==================== design 1
Figure 1. Routing congestion map (design 1).
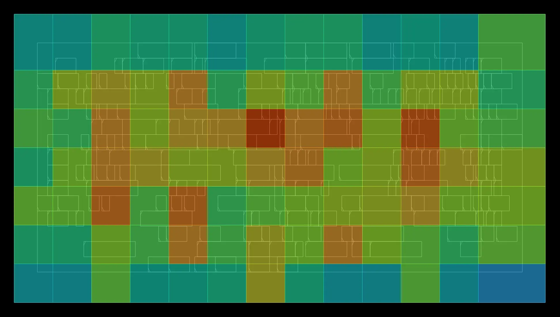
==> config.mk <==
export PLATFORM = sky130hd
export DESIGN_NAME = cam_sched
export DESIGN_NICKNAME = d
export VERILOG_FILES = /design/src/rtl/cam_pkg.sv /design/src/rtl/cam_prio_enc.sv /design/src/rtl/cam_sched.sv
export SDC_FILE = /design/constraint.sdc
export NUM_CORES = 1
export LEC_CHECK = 0
export ABC_AREA = 1
export CORE_ASPECT_RATIO = 0.5
export CORE_MARGIN = 4
export CORE_UTILIZATION = 35
export DETAILED_ROUTE_END_ITERATION = 8
export PLACE_DENSITY = 0.68
export SLEW_MARGIN = 20
export SYNTH_ARGS = -nofsm -noshare
export SYNTH_HDL_FRONTEND = slang
export SYNTH_SLANG_ARGS = --single-unit
==> constraint.sdc <==
create_clock -name clk -period 2 [get_ports clk]
set_input_delay 0.3 -clock clk [delete_from_list [all_inputs] [get_ports clk]]
set_output_delay 0.3 -clock clk [all_outputs]
set_load 0.05 [all_outputs]
==> src/rtl/cam_pkg.sv <==
// rtl/cam_pkg.sv - shared constants, FSM state type and result-kind encoding for cam_sched
//
// Purpose: single source of truth for the CAM geometry and scheduler types.
// Ports:   none (package).
package cam_pkg;

  localparam int ENTRIES = 16;
  localparam int DATA_W  = 7;
  localparam int IDX_W   = $clog2(ENTRIES);

  typedef enum logic [2:0] {
    IDLE,
    PROBE,
    EVAL,
    WRITE,
    RESP
  } state_e;

  localparam logic RES_KIND_LKP = 1'b0;
  localparam logic RES_KIND_INS = 1'b1;

endpackage

==> src/rtl/cam_prio_enc.sv <==
// rtl/cam_prio_enc.sv - combinational lowest-set-bit priority encoder for the CAM match vector
//
// Purpose: turn an N-bit match vector into the index of its lowest set bit.
// Ports:   vec_i  - match vector (N bits)
//          idx_o  - index of the lowest set bit, 0 when vec_i is all zero
//          any_o  - high when at least one bit of vec_i is set
module cam_prio_enc
  import cam_pkg::*;
#(
  parameter int N = ENTRIES,
  parameter int W = $clog2(N)
) (
  input  logic [N-1:0] vec_i,
  output logic [W-1:0] idx_o,
  output logic         any_o
);

  // Scan from the top down so the last assignment wins with the lowest set bit.
  always_comb begin
    idx_o = '0;
    any_o = 1'b0;
    for (int i = N - 1; i >= 0; i--) begin
      if (vec_i[i]) begin
        idx_o = W'(i);
        any_o = 1'b1;
      end
    end
  end

endmodule

==> src/rtl/cam_sched.sv <==
// rtl/cam_sched.sv - round-robin insert/lookup scheduler driving an external CAM
//
// Purpose: arbitrates insert and lookup requesters, probes the external CAM,
//          writes missing words on insert, tracks occupancy and reports one
//          result strobe per request. The CAM contents live outside this block.
// Ports:   clk, rst_n                      - clock, async active-low reset
//          ins_valid/ins_ready/ins_data    - insert request handshake and word
//          lkp_valid/lkp_ready/lkp_data    - lookup request handshake and word
//          res_valid/res_kind/res_hit/res_index/res_evict - result strobe and fields
//          cam_we/cam_content              - CAM write enable and search/write word
//          cam_match                       - CAM match vector (one cycle after content)
//          fill                            - occupied entry count, 0..ENTRIES
module cam_sched #(
  parameter int ENTRIES = cam_pkg::ENTRIES,
  parameter int DATA_W  = cam_pkg::DATA_W
) (
  input  logic                        clk,
  input  logic                        rst_n,
  input  logic                        ins_valid,
  output logic                        ins_ready,
  input  logic [DATA_W-1:0]           ins_data,
  input  logic                        lkp_valid,
  output logic                        lkp_ready,
  input  logic [DATA_W-1:0]           lkp_data,
  output logic                        res_valid,
  output logic                        res_kind,
  output logic                        res_hit,
  output logic [$clog2(ENTRIES)-1:0]  res_index,
  output logic                        res_evict,
  output logic                        cam_we,
  output logic [DATA_W-1:0]           cam_content,
  input  logic [ENTRIES-1:0]          cam_match,
  output logic [$clog2(ENTRIES):0]    fill
);
  import cam_pkg::*;

  localparam int IW = $clog2(ENTRIES);
  localparam logic [IW:0] FULL = (IW + 1)'(ENTRIES);

  state_e            state_q, state_d;
  logic [DATA_W-1:0] word_q, word_d;
  logic              kind_q, kind_d;
  logic              hit_q, hit_d;
  logic [IW-1:0]     idx_q, idx_d;
  logic              evict_q, evict_d;
  logic              prefer_lkp_q, prefer_lkp_d;
  logic [IW:0]       fill_q, fill_d;

  logic              grant_lkp, grant_ins;
  logic [IW-1:0]     enc_idx;
  logic              enc_any;

  cam_prio_enc #(
    .N (ENTRIES),
    .W (IW)
  ) u_prio_enc (
    .vec_i (cam_match),
    .idx_o (enc_idx),
    .any_o (enc_any)
  );

  // The state register already reads IDLE while reset is held, so the grant is
  // also qualified by rst_n to keep both ready outputs low during reset.
  always_comb begin
    grant_lkp = 1'b0;
    grant_ins = 1'b0;
    if (rst_n && state_q == IDLE) begin
      if (lkp_valid && (!ins_valid || prefer_lkp_q)) begin
        grant_lkp = 1'b1;
      end else if (ins_valid) begin
        grant_ins = 1'b1;
      end
    end
  end

  always_comb begin
    state_d      = state_q;
    word_d       = word_q;
    kind_d       = kind_q;
    hit_d        = hit_q;
    idx_d        = idx_q;
    evict_d      = evict_q;
    prefer_lkp_d = prefer_lkp_q;
    fill_d       = fill_q;
    case (state_q)
      IDLE: begin
        if (grant_lkp || grant_ins) begin
          state_d      = PROBE;
          kind_d       = grant_ins ? RES_KIND_INS : RES_KIND_LKP;
          word_d       = grant_ins ? ins_data : lkp_data;
          // Whoever was just served loses priority on the next tie.
          prefer_lkp_d = grant_ins;
        end
      end
      PROBE: state_d = EVAL;
      EVAL: begin
        hit_d   = enc_any;
        idx_d   = enc_idx;
        evict_d = 1'b0;
        if (kind_q == RES_KIND_INS && !enc_any) begin
          state_d = WRITE;
          evict_d = (fill_q == FULL);
        end else begin
          state_d = RESP;
        end
      end
      WRITE: begin
        state_d = RESP;
        // A full CAM overwrites an entry, so occupancy stays saturated.
        if (!evict_q) fill_d = fill_q + 1'b1;
      end
      RESP:    state_d = IDLE;
      default: state_d = IDLE;
    endcase
  end

  always_ff @(posedge clk or negedge rst_n) begin
    if (!rst_n) begin
      state_q      <= IDLE;
      word_q       <= '0;
      kind_q       <= RES_KIND_LKP;
      hit_q        <= 1'b0;
      idx_q        <= '0;
      evict_q      <= 1'b0;
      prefer_lkp_q <= 1'b1;
      fill_q       <= '0;
    end else begin
      state_q      <= state_d;
      word_q       <= word_d;
      kind_q       <= kind_d;
      hit_q        <= hit_d;
      idx_q        <= idx_d;
      evict_q      <= evict_d;
      prefer_lkp_q <= prefer_lkp_d;
      fill_q       <= fill_d;
    end
  end

  assign ins_ready   = grant_ins;
  assign lkp_ready   = grant_lkp;
  assign res_valid   = (state_q == RESP);
  assign res_kind    = res_valid & kind_q;
  assign res_hit     = res_valid & hit_q;
  assign res_index   = res_valid ? idx_q : '0;
  assign res_evict   = res_valid & evict_q;
  assign cam_we      = (state_q == WRITE);
  assign cam_content = word_q;
  assign fill        = fill_q;

endmodule

==> changes_impl.md <==
## Flow update

* P per Cell Area at 1150 nW/µm²
* R2R setup slack at between 0.4 and 0.5 ns
* Pleak at 0.968 nW
* P_sw at 1.16 mW
* Status: finished, final reports clean
* Sequential cell area at 577 µm²
* Area delta synth->final at 62.2%
* Initial antenna violation count at 0
* Layout clock area frac at 0.0211
* Placed Instances at ~280
* TritonCTS clock tree: done
* Reg clk slew, reported paths at ~0.080 ns
* # fillers at around 330
* Post-route DRC at 0
* Core Region at around 3500 µm²
* Data required time of the worst path at 1.70 ns
* CTS resizes at 0
* Setup Skew at 0.00413 ns
## Picture notes: Figure 1
met1 Use GR: 0.182
wire length per cell: 11.6 µm

-- flip-flops by register name, summed over array words and instances (netlist names) --
register      cells
kind_q            1
fill              5
hit_q             1
idx_q             4
state_q           3
cam_content       7
prefer_lkp_q      1
evict_q           1
-- logic make-up after synthesis --
kind of cell | count (synthesis) | synth area share
compound gates | 27 | 0.119
flops | 23 | 0.438
buf+inv | 36 | 0.105
xor+xnor | 4 | 0.0266
simple gates | 79 | 0.293
fa+ha+maj | 2 | 0.0190
-- worst max-delay path: stages, from the launching register on --
cell and delay [ns]:
dfrtp_1 0.47, inv_2 0.15, nand4_4 0.12, nor2_2 0.36, buf_12 0.20
-- path summary, 6_finish.rpt --
check | start | end | depth (start not counted)
setup reg to reg | state_q[0] | cam_content[4] | 6
setup / recovery | state_q[0] | lkp_ready | 4
min in group asynchronous | rst_n | state_q[0] | 2
hold reg to reg | idx_q[0] | idx_q[0] | 2
max in group asynchronous | rst_n | prefer_lkp_q | 2
hold / removal | idx_q[0] | idx_q[0] | 2

==================== design 2
Figure 2. Routed clock nets over the placement (design 2).
The bar under the picture is 20 µm long.
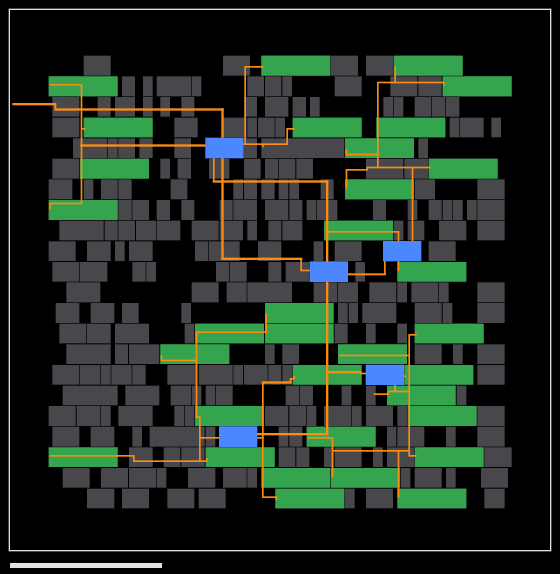
Figure 3. Routing congestion map (design 2).
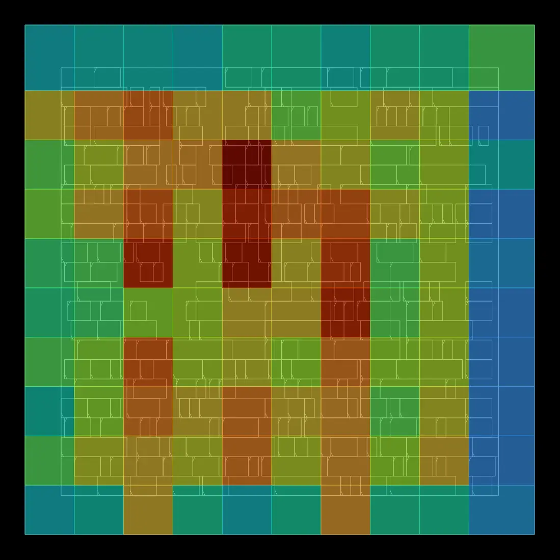
--- src/rtl/adder_bist_ctrl.sv ---
// Self-test controller for a WIDTH-bit ripple-carry adder: sweeps every {a,b,cin}
// vector, waits SETTLE_CYCLES, checks {cout,s} against a+b+cin and records results.
module adder_bist_ctrl #(
  parameter int WIDTH         = 4,
  parameter int SETTLE_CYCLES = 2,
  parameter int ERR_CNT_W     = 10
) (
  input  logic                 clk,
  input  logic                 rst_n,
  input  logic                 start,
  output logic [WIDTH-1:0]     dut_a,
  output logic [WIDTH-1:0]     dut_b,
  output logic                 dut_cin,
  input  logic [WIDTH-1:0]     dut_s,
  input  logic                 dut_cout,
  output logic                 busy,
  output logic                 done,
  output logic                 pass,
  output logic [ERR_CNT_W-1:0] err_count,
  output logic [2*WIDTH:0]     first_fail_vec
);

  localparam int VW  = 2*WIDTH + 1;
  localparam int WCW = (SETTLE_CYCLES > 1) ? $clog2(SETTLE_CYCLES) : 1;
  localparam logic [WCW-1:0] WAIT_LOAD = WCW'((SETTLE_CYCLES > 0) ? SETTLE_CYCLES - 1 : 0);

  typedef enum logic [2:0] {
    S_IDLE  = 3'd0,
    S_APPLY = 3'd1,
    S_WAIT  = 3'd2,
    S_CHECK = 3'd3,
    S_DONE  = 3'd4
  } state_e;

  state_e               state_q, state_d;
  logic [VW-1:0]        vec_q, vec_d;
  logic [WCW-1:0]       wcnt_q, wcnt_d;
  logic [ERR_CNT_W-1:0] err_q, err_d;
  logic [VW-1:0]        ffv_q, ffv_d;
  logic                 pass_q, pass_d;

  logic [WIDTH:0]       golden;
  logic                 mism;
  logic                 last_vec;

  // The vector register is the operand drive, so dut_* stay registered and hold
  // the current vector from APPLY through CHECK (and the last one in DONE).
  assign dut_a   = vec_q[VW-1:WIDTH+1];
  assign dut_b   = vec_q[WIDTH:1];
  assign dut_cin = vec_q[0];

  assign golden   = {1'b0, dut_a} + {1'b0, dut_b} + {{WIDTH{1'b0}}, dut_cin};
  assign mism     = golden != {dut_cout, dut_s};
  assign last_vec = &vec_q;

  always_ff @(posedge clk or negedge rst_n) begin
    if (!rst_n) state_q <= S_IDLE;
    else        state_q <= state_d;
  end

  always_comb begin
    state_d = state_q;
    case (state_q)
      S_IDLE, S_DONE: if (start) state_d = S_APPLY;
      S_APPLY:        state_d = (SETTLE_CYCLES > 0) ? S_WAIT : S_CHECK;
      S_WAIT:         if (wcnt_q == '0) state_d = S_CHECK;
      S_CHECK:        state_d = last_vec ? S_DONE : S_APPLY;
      default:        state_d = S_IDLE;
    endcase
  end

  always_comb begin
    busy = 1'b0;
    done = 1'b0;
    case (state_q)
      S_APPLY, S_WAIT, S_CHECK: busy = 1'b1;
      S_DONE:                   done = 1'b1;
      default: ;
    endcase
  end

  always_comb begin
    vec_d  = vec_q;
    wcnt_d = wcnt_q;
    err_d  = err_q;
    ffv_d  = ffv_q;
    pass_d = pass_q;
    case (state_q)
      S_IDLE, S_DONE: begin
        if (start) begin
          vec_d  = '0;
          err_d  = '0;
          ffv_d  = '0;
          pass_d = 1'b0;
        end
      end
      S_APPLY: wcnt_d = WAIT_LOAD;
      S_WAIT:  wcnt_d = wcnt_q - WCW'(1);
      S_CHECK: begin
        // err_q==0 marks the first mismatch; saturation never brings it back to 0
        if (mism) begin
          if (err_q != '1) err_d = err_q + ERR_CNT_W'(1);
          if (err_q == '0) ffv_d = vec_q;
        end
        if (last_vec) pass_d = (err_d == '0);
        else          vec_d  = vec_q + VW'(1);
      end
      default: ;
    endcase
  end

  always_ff @(posedge clk or negedge rst_n) begin
    if (!rst_n) begin
      vec_q  <= '0;
      wcnt_q <= '0;
      err_q  <= '0;
      ffv_q  <= '0;
      pass_q <= 1'b0;
    end else begin
      vec_q  <= vec_d;
      wcnt_q <= wcnt_d;
      err_q  <= err_d;
      ffv_q  <= ffv_d;
      pass_q <= pass_d;
    end
  end

  assign pass           = pass_q;
  assign err_count      = err_q;
  assign first_fail_vec = ffv_q;

endmodule

--- config.mk ---
export PLATFORM = sky130hd
export DESIGN_NAME = adder_bist_ctrl
export DESIGN_NICKNAME = d
export VERILOG_FILES = /design/src/rtl/adder_bist_ctrl.sv
export SDC_FILE = /design/constraint.sdc
export NUM_CORES = 1
export LEC_CHECK = 0
export CORE_MARGIN = 5
export CORE_UTILIZATION = 56
export DETAILED_ROUTE_END_ITERATION = 7
export PLACE_DENSITY_LB_ADDON = 0.08
export SYNTH_ARGS = -nofsm -noshare
export SYNTH_HDL_FRONTEND = slang
export SYNTH_SLANG_ARGS = --single-unit
--- constraint.sdc ---
create_clock -name clk -period 6.3 [get_ports clk]
set_input_delay 1.575 -clock clk [delete_from_list [all_inputs] [get_ports clk]]
set_output_delay 1.575 -clock clk [all_outputs]
set_load 0.05 [all_outputs]
==> changes_impl.md <==
## Flow update

* Number of non-clock buffers at 39
* Status: finished, final reports clean
* DR vias at around 1900
* Critical path origin: state_q[0]
* Hold WS at 0.515 ns
* Relative slew slack at 0.486
* Avg Inst Size Synth at 9.02 µm²
* OpenROAD warnings at 27
* Min-delay worst type: register to register
* Fmax at 285 MHz
* Slowest cell on the critical path: clkdlybuf4s50_1
* Largest cell class by area: logic gates
* GRT Resource Usage Total at 0.203
* Sequential share of cell area at 0.316
* RePlAce Congestion at 0.941
* CTS sink cnt at 33
* FP Util at 0.574
* RR Startpoint: vec_q[5]
* Hold path depth at 2
* Via-to-Cell Ratio at 5.86
* Grt total ovfl at 0
* Worst-path fanout max at 7
* Hold EP: first_fail_vec[2]
* Post-Synth Adder-Cell Area at 0.0607
* Pwr Total at 1.06 mW
* Antenna diode count at 0
* Finished Layout Cells at roughly 320
* Final wirelength at 4.89 mm
* Simple-Gate Area Share at 0.199
* GR Layer Usage met3 at 0.0561
* Largest area contributor in the netlist: dfrtp_1
* Dpl hpwl at ~3.6 mm
* Initial antenna violation count at 0
* # Cells Yosys at 233
* Num sequential at 33
* Setup tns final at 0 ns
* Post-CTS Hold Buffers at 0
* CTS resizes at 0
* I/O Buffers at 38
* Drt first pass iters at 4
* Vias in the first global route at 1693
* Setup violations, final at 0
* Initial DRC count at 131
## Picture notes: Figure 2
[cells driving clock nets] blue | count: 5
[clock wires] orange | length: 430 µm
[flip-flops] green | count: 33
routed clock nets: 6
flops lie: spread over the die
Power Clock: 0.205 mW
insertion delay to the later sink of the worst-skew pair: 0.28 ns
Setup Skew: 0.00479 ns
Clock Power Share: 0.193

## Picture notes: Figure 3
met2 usage: 0.295
post-layout util: 0.714
grt peak-use layer: met1

[logic make-up after synthesis]
logic type / after synthesis
compound gates: 52
xor+xnor: 14
fa+ha+maj: 9
buf+inv: 27
flops: 33
mux: 12
simple gates: 86
[stage by stage]
step / util / setup slack (ns)
detailed placement: 0.682 / 2.68
CTS: 0.714 / 2.79
floorplan: - / 3.13
global route: 0.714 / 2.71
finish: 0.714 / 2.79
global placement: 0.682 / 2.69
[where the power goes]
part           total (mW)  internal [mW]  switching (mW)
clock network       0.205          0.129          0.0758
logic               0.519          0.185           0.333
registers           0.336          0.256          0.0802
[cell usage after synthesis (2+ instances only)]
library cell	number
ha_1	7
nor4_1	2
and3_1	4
inv_1	17
o21ai_2	2
xnor2_1	4
a21oi_1	10
buf_2	4
a31oi_1	7
nand3_1	7
or3_1	3
o21ai_0	12
nand4_1	4
o31ai_1	3
o2111ai_1	3
nor3_1	8
a211o_1	2
nor2_1	19
fa_1	2
clkbuf_1	4
mux2i_1	11
xor2_1	8
dfrtp_1	33
nand2_1	30
nand3b_1	2
xnor2_2	2
[flip-flops by register name (all words and copies together) (netlist names)]
register	flops
state_q	3
first_fail_vec	9
vec_q	9
pass	1
err_count	10
wcnt_q	1

==================== design 3
Figure 4. Cell classes on the final placement (design 3).
The bar under the picture is 20 µm long.
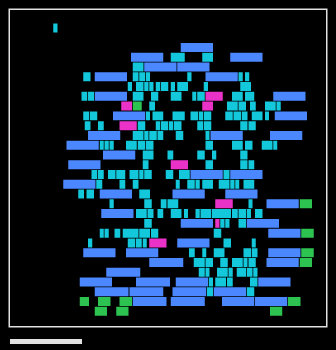
**src/rtl/key_pkg.sv**
```systemverilog
// key_pkg: shared definitions for the key input conditioner.
//   - default parameter values
//   - FSM state encoding (2-bit)
//   - is_onehot helper
package key_pkg;

  localparam int NUM_KEYS_DEF          = 4;
  localparam int DEBOUNCE_CYCLES_DEF   = 50000;
  localparam int LONG_PRESS_CYCLES_DEF = 100000000;

  localparam logic [1:0] ST_IDLE             = 2'd0;
  localparam logic [1:0] ST_DEBOUNCE_PRESS   = 2'd1;
  localparam logic [1:0] ST_PRESSED          = 2'd2;
  localparam logic [1:0] ST_DEBOUNCE_RELEASE = 2'd3;

  typedef enum logic [1:0] {
    IDLE             = ST_IDLE,
    DEBOUNCE_PRESS   = ST_DEBOUNCE_PRESS,
    PRESSED          = ST_PRESSED,
    DEBOUNCE_RELEASE = ST_DEBOUNCE_RELEASE
  } key_state_t;

  // Exactly one bit set (zero is not one-hot).
  function automatic logic is_onehot(input logic [31:0] v);
    return (v != 32'd0) && ((v & (v - 32'd1)) == 32'd0);
  endfunction

endpackage

```
**src/rtl/key_input_conditioner_sync.sv**
```systemverilog
// sync_2ff: parameterised-width two-flop synchroniser.
//   clock  : sampling clock
//   reset  : async active-low, both stages load RST_VAL
//   d      : asynchronous input
//   q      : synchronised output (two cycles of latency)
module sync_2ff #(
  parameter int               WIDTH   = 1,
  parameter logic [WIDTH-1:0] RST_VAL = '0
) (
  input  logic             clock,
  input  logic             reset,
  input  logic [WIDTH-1:0] d,
  output logic [WIDTH-1:0] q
);

  logic [WIDTH-1:0] meta;

  always_ff @(posedge clock or negedge reset) begin
    if (!reset) begin
      meta <= RST_VAL;
      q    <= RST_VAL;
    end else begin
      meta <= d;
      q    <= meta;
    end
  end

endmodule

```
**src/rtl/key_input_conditioner.sv**
```systemverilog
// key_input_conditioner: synchronises and debounces active-low push-buttons
// and emits one single-cycle one-hot key event per clean press. A full
// debounced release is required before the next event.
//   clock      : system clock
//   reset      : async active-low reset
//   key_n      : raw buttons, active-low, asynchronous
//   key        : one-hot event pulse (one cycle per accepted press)
//   key_held   : high while a debounced press is in progress
//   multi_key  : one-cycle pulse when a multi-key pattern is accepted
//   long_press : one-cycle pulse after a long one-hot hold
// Optional feature macro: KEY_LONG_PRESS_EN (long_press tied 0 when undefined).
module key_input_conditioner
  import key_pkg::*;
#(
  parameter int NUM_KEYS          = NUM_KEYS_DEF,
  parameter int DEBOUNCE_CYCLES   = DEBOUNCE_CYCLES_DEF,
  parameter int LONG_PRESS_CYCLES = LONG_PRESS_CYCLES_DEF
) (
  input  logic                clock,
  input  logic                reset,
  input  logic [NUM_KEYS-1:0] key_n,
  output logic [NUM_KEYS-1:0] key,
  output logic                key_held,
  output logic                multi_key,
  output logic                long_press
);

  localparam int CNT_MAX = (DEBOUNCE_CYCLES > LONG_PRESS_CYCLES) ? DEBOUNCE_CYCLES
                                                                 : LONG_PRESS_CYCLES;
  localparam int CW = $clog2(CNT_MAX + 1);
  localparam logic [CW-1:0] DB_LAST = CW'(DEBOUNCE_CYCLES - 1);
  localparam logic [CW-1:0] ONE     = CW'(1);
`ifdef KEY_LONG_PRESS_EN
  localparam logic [CW-1:0] LP_LAST = CW'(LONG_PRESS_CYCLES - 1);
`endif

  logic [NUM_KEYS-1:0] key_s, pressed;
  logic [NUM_KEYS-1:0] cap, cap_nx, key_nx;
  logic [CW-1:0]       cnt, cnt_nx;
  logic                multi_nx;
  key_state_t          state, state_nx;

  // Released buttons read as 1, so the synchroniser resets to all ones.
  sync_2ff #(.WIDTH(NUM_KEYS), .RST_VAL({NUM_KEYS{1'b1}})) u_sync (
    .clock (clock),
    .reset (reset),
    .d     (key_n),
    .q     (key_s)
  );

  assign pressed = ~key_s;

`ifdef KEY_LONG_PRESS_EN
  logic long_nx;
`endif

  always_comb begin
    state_nx = state;
    cnt_nx   = cnt;
    cap_nx   = cap;
    key_nx   = '0;
    multi_nx = 1'b0;
`ifdef KEY_LONG_PRESS_EN
    long_nx  = 1'b0;
`endif
    unique case (state)
      IDLE: begin
        if (pressed != '0) begin
          cap_nx   = pressed;
          cnt_nx   = '0;
          state_nx = DEBOUNCE_PRESS;
        end
      end
      DEBOUNCE_PRESS: begin
        if (pressed != cap) begin
          state_nx = IDLE;
        end else if (cnt == DB_LAST) begin
          state_nx = PRESSED;
          if (is_onehot(32'(cap))) key_nx   = cap;
          else                     multi_nx = 1'b1;
        end else begin
          cnt_nx = cnt + ONE;
        end
      end
      PRESSED: begin
        if (pressed == '0) begin
          cnt_nx   = '0;
          state_nx = DEBOUNCE_RELEASE;
        end
`ifdef KEY_LONG_PRESS_EN
        // Any pattern change parks the counter at its terminal value, which
        // both stops the count and blocks a later long_press.
        else if (pressed != cap) begin
          cnt_nx = LP_LAST;
        end else if (is_onehot(32'(cap)) && cnt < LP_LAST) begin
          cnt_nx = cnt + ONE;
          if (cnt + ONE == LP_LAST) long_nx = 1'b1;
        end
`endif
      end
      DEBOUNCE_RELEASE: begin
        if (pressed != '0) begin
          state_nx = PRESSED;
`ifdef KEY_LONG_PRESS_EN
          cnt_nx   = LP_LAST;
`endif
        end else if (cnt == DB_LAST) begin
          state_nx = IDLE;
        end else begin
          cnt_nx = cnt + ONE;
        end
      end
      default: state_nx = IDLE;
    endcase
  end

  always_ff @(posedge clock or negedge reset) begin
    if (!reset) state <= IDLE;
    else        state <= state_nx;
  end

  always_ff @(posedge clock or negedge reset) begin
    if (!reset) begin
      cnt       <= '0;
      cap       <= '0;
      key       <= '0;
      multi_key <= 1'b0;
      key_held  <= 1'b0;
    end else begin
      cnt       <= cnt_nx;
      cap       <= cap_nx;
      key       <= key_nx;
      multi_key <= multi_nx;
      key_held  <= (state_nx == PRESSED) || (state_nx == DEBOUNCE_RELEASE);
    end
  end

`ifdef KEY_LONG_PRESS_EN
  always_ff @(posedge clock or negedge reset) begin
    if (!reset) long_press <= 1'b0;
    else        long_press <= long_nx;
  end
`else
  assign long_press = 1'b0;
`endif

endmodule

```
**config.mk**
```make
export PLATFORM = sky130hd
export DESIGN_NAME = key_input_conditioner
export DESIGN_NICKNAME = d
export VERILOG_FILES = /design/src/rtl/key_pkg.sv /design/src/rtl/key_input_conditioner_sync.sv /design/src/rtl/key_input_conditioner.sv
export SDC_FILE = /design/constraint.sdc
export NUM_CORES = 1
export LEC_CHECK = 0
export CAP_MARGIN = 20
export CORE_UTILIZATION = 30
export CTS_CLUSTER_DIAMETER = 60
export DETAILED_ROUTE_END_ITERATION = 7
export PLACE_DENSITY_LB_ADDON = 0.3
export SKIP_LAST_GASP = 1
export SLEW_MARGIN = 20
export SYNTH_ARGS = -nofsm -noshare
export SYNTH_HDL_FRONTEND = slang
export SYNTH_SLANG_ARGS = --single-unit
```
**constraint.sdc**
```tcl
create_clock -name clock -period 5.6 [get_ports clock]
set_clock_uncertainty 0.05 [all_clocks]
set_input_delay 1.4 -clock clock [delete_from_list [all_inputs] [get_ports clock]]
set_output_delay 1.4 -clock clock [all_outputs]
set_load 0.01 [all_outputs]
```
==> changes_impl.md <==
## Flow update

* DR vias at 1567
* Crit path max-delay family: simple AND/OR/NAND/NOR gates
* Die Area at about 7700 µm²
* Most frequent CP cell: and3_1
* Wire length per cell at 12.3 µm
* Hold path depth at 0
* Reg with most FFs: cnt
* Status: finished, final reports clean
* I/O Buffers at 11
* TritonCTS clock tree: done
* Initial antenna violation count at 0
* Post-synth seq share at 0.535
* Max-cap violations at 0
* Placed Instances at about 320
* Crit start category: register
About Figure 4:
| class | colour | cells | share of their area |
|---|---|---|---|
| all other logic | cyan | 168 | 42% |
| flops | blue | 47 | 50% |
| clock drivers and dummy loads | magenta | 8 | 3.8% |
| other buffers and delay cells | green | 12 | 4.8% |

final cells by class:
cell class	count	area (µm²)
Multi-Input combinational cell	164	980
Inverter	4	15.0
Fill cell	727	4480
Tap cell	96	120
Sequential cell	47	1190
Clock buffer	6	72.6
Clock inverter	2	17.5
Timing Repair Buffer	12	115
cells by family after synthesis:
group / synth area share
AND-OR/OR-AND: 0.0565
other: 0.00169
AND/OR/NAND/NOR: 0.280
buffers and inverters: 0.0226
adder cells (fa/ha/maj): 0.00565
flip-flops: 0.535
XOR/XNOR: 0.0988
cell usage after synthesis:
library cell / n
nor4b_1: 2
o31ai_1: 2
ha_1: 1
inv_1: 4
xor2_1: 22
and3_1: 10
dfrtp_1: 39
buf_2: 1
nand2_1: 17
and4_1: 3
xnor2_1: 3
nor4_1: 4
nand3b_1: 1
conb_1: 1
nand4b_1: 1
nand4bb_1: 1
or3_1: 8
nand2b_1: 2
nand3_2: 1
nor3_1: 1
buf_4: 2
or2_2: 1
nor2_1: 26
a21oi_1: 6
clkbuf_1: 4
and2_1: 4
nand4_1: 16
dfstp_2: 8
nor2b_1: 1
or4_1: 1
nand2_2: 1
nand3_1: 14
o221ai_2: 1
o21ai_0: 13


## Gallery

Where the registers sit.
The bar under the picture is 20 µm long. Other sequential cells in the stronger grey, the rest of the logic in the fainter grey.
Plate I
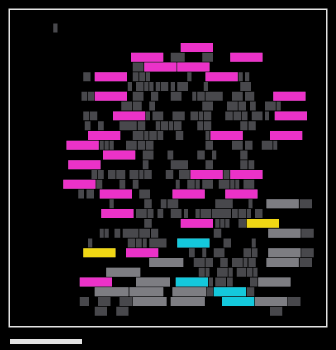
Plate II
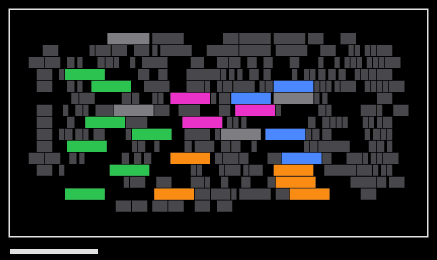
Plate III
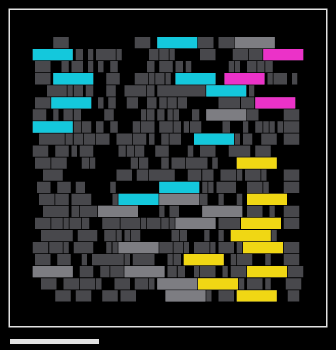
Plate II: design 1
Plate I: design 3
Plate III: design 2
- fewest sequential cells: Plate II
- largest die: Plate I

Key to Plate I:
| netlist name | colour | placed flops |
|---|---|---|
| cnt | magenta | 27 |
| cap | cyan | 4 |
| state | yellow | 2 |

Power and IR drop assume default switching activity.
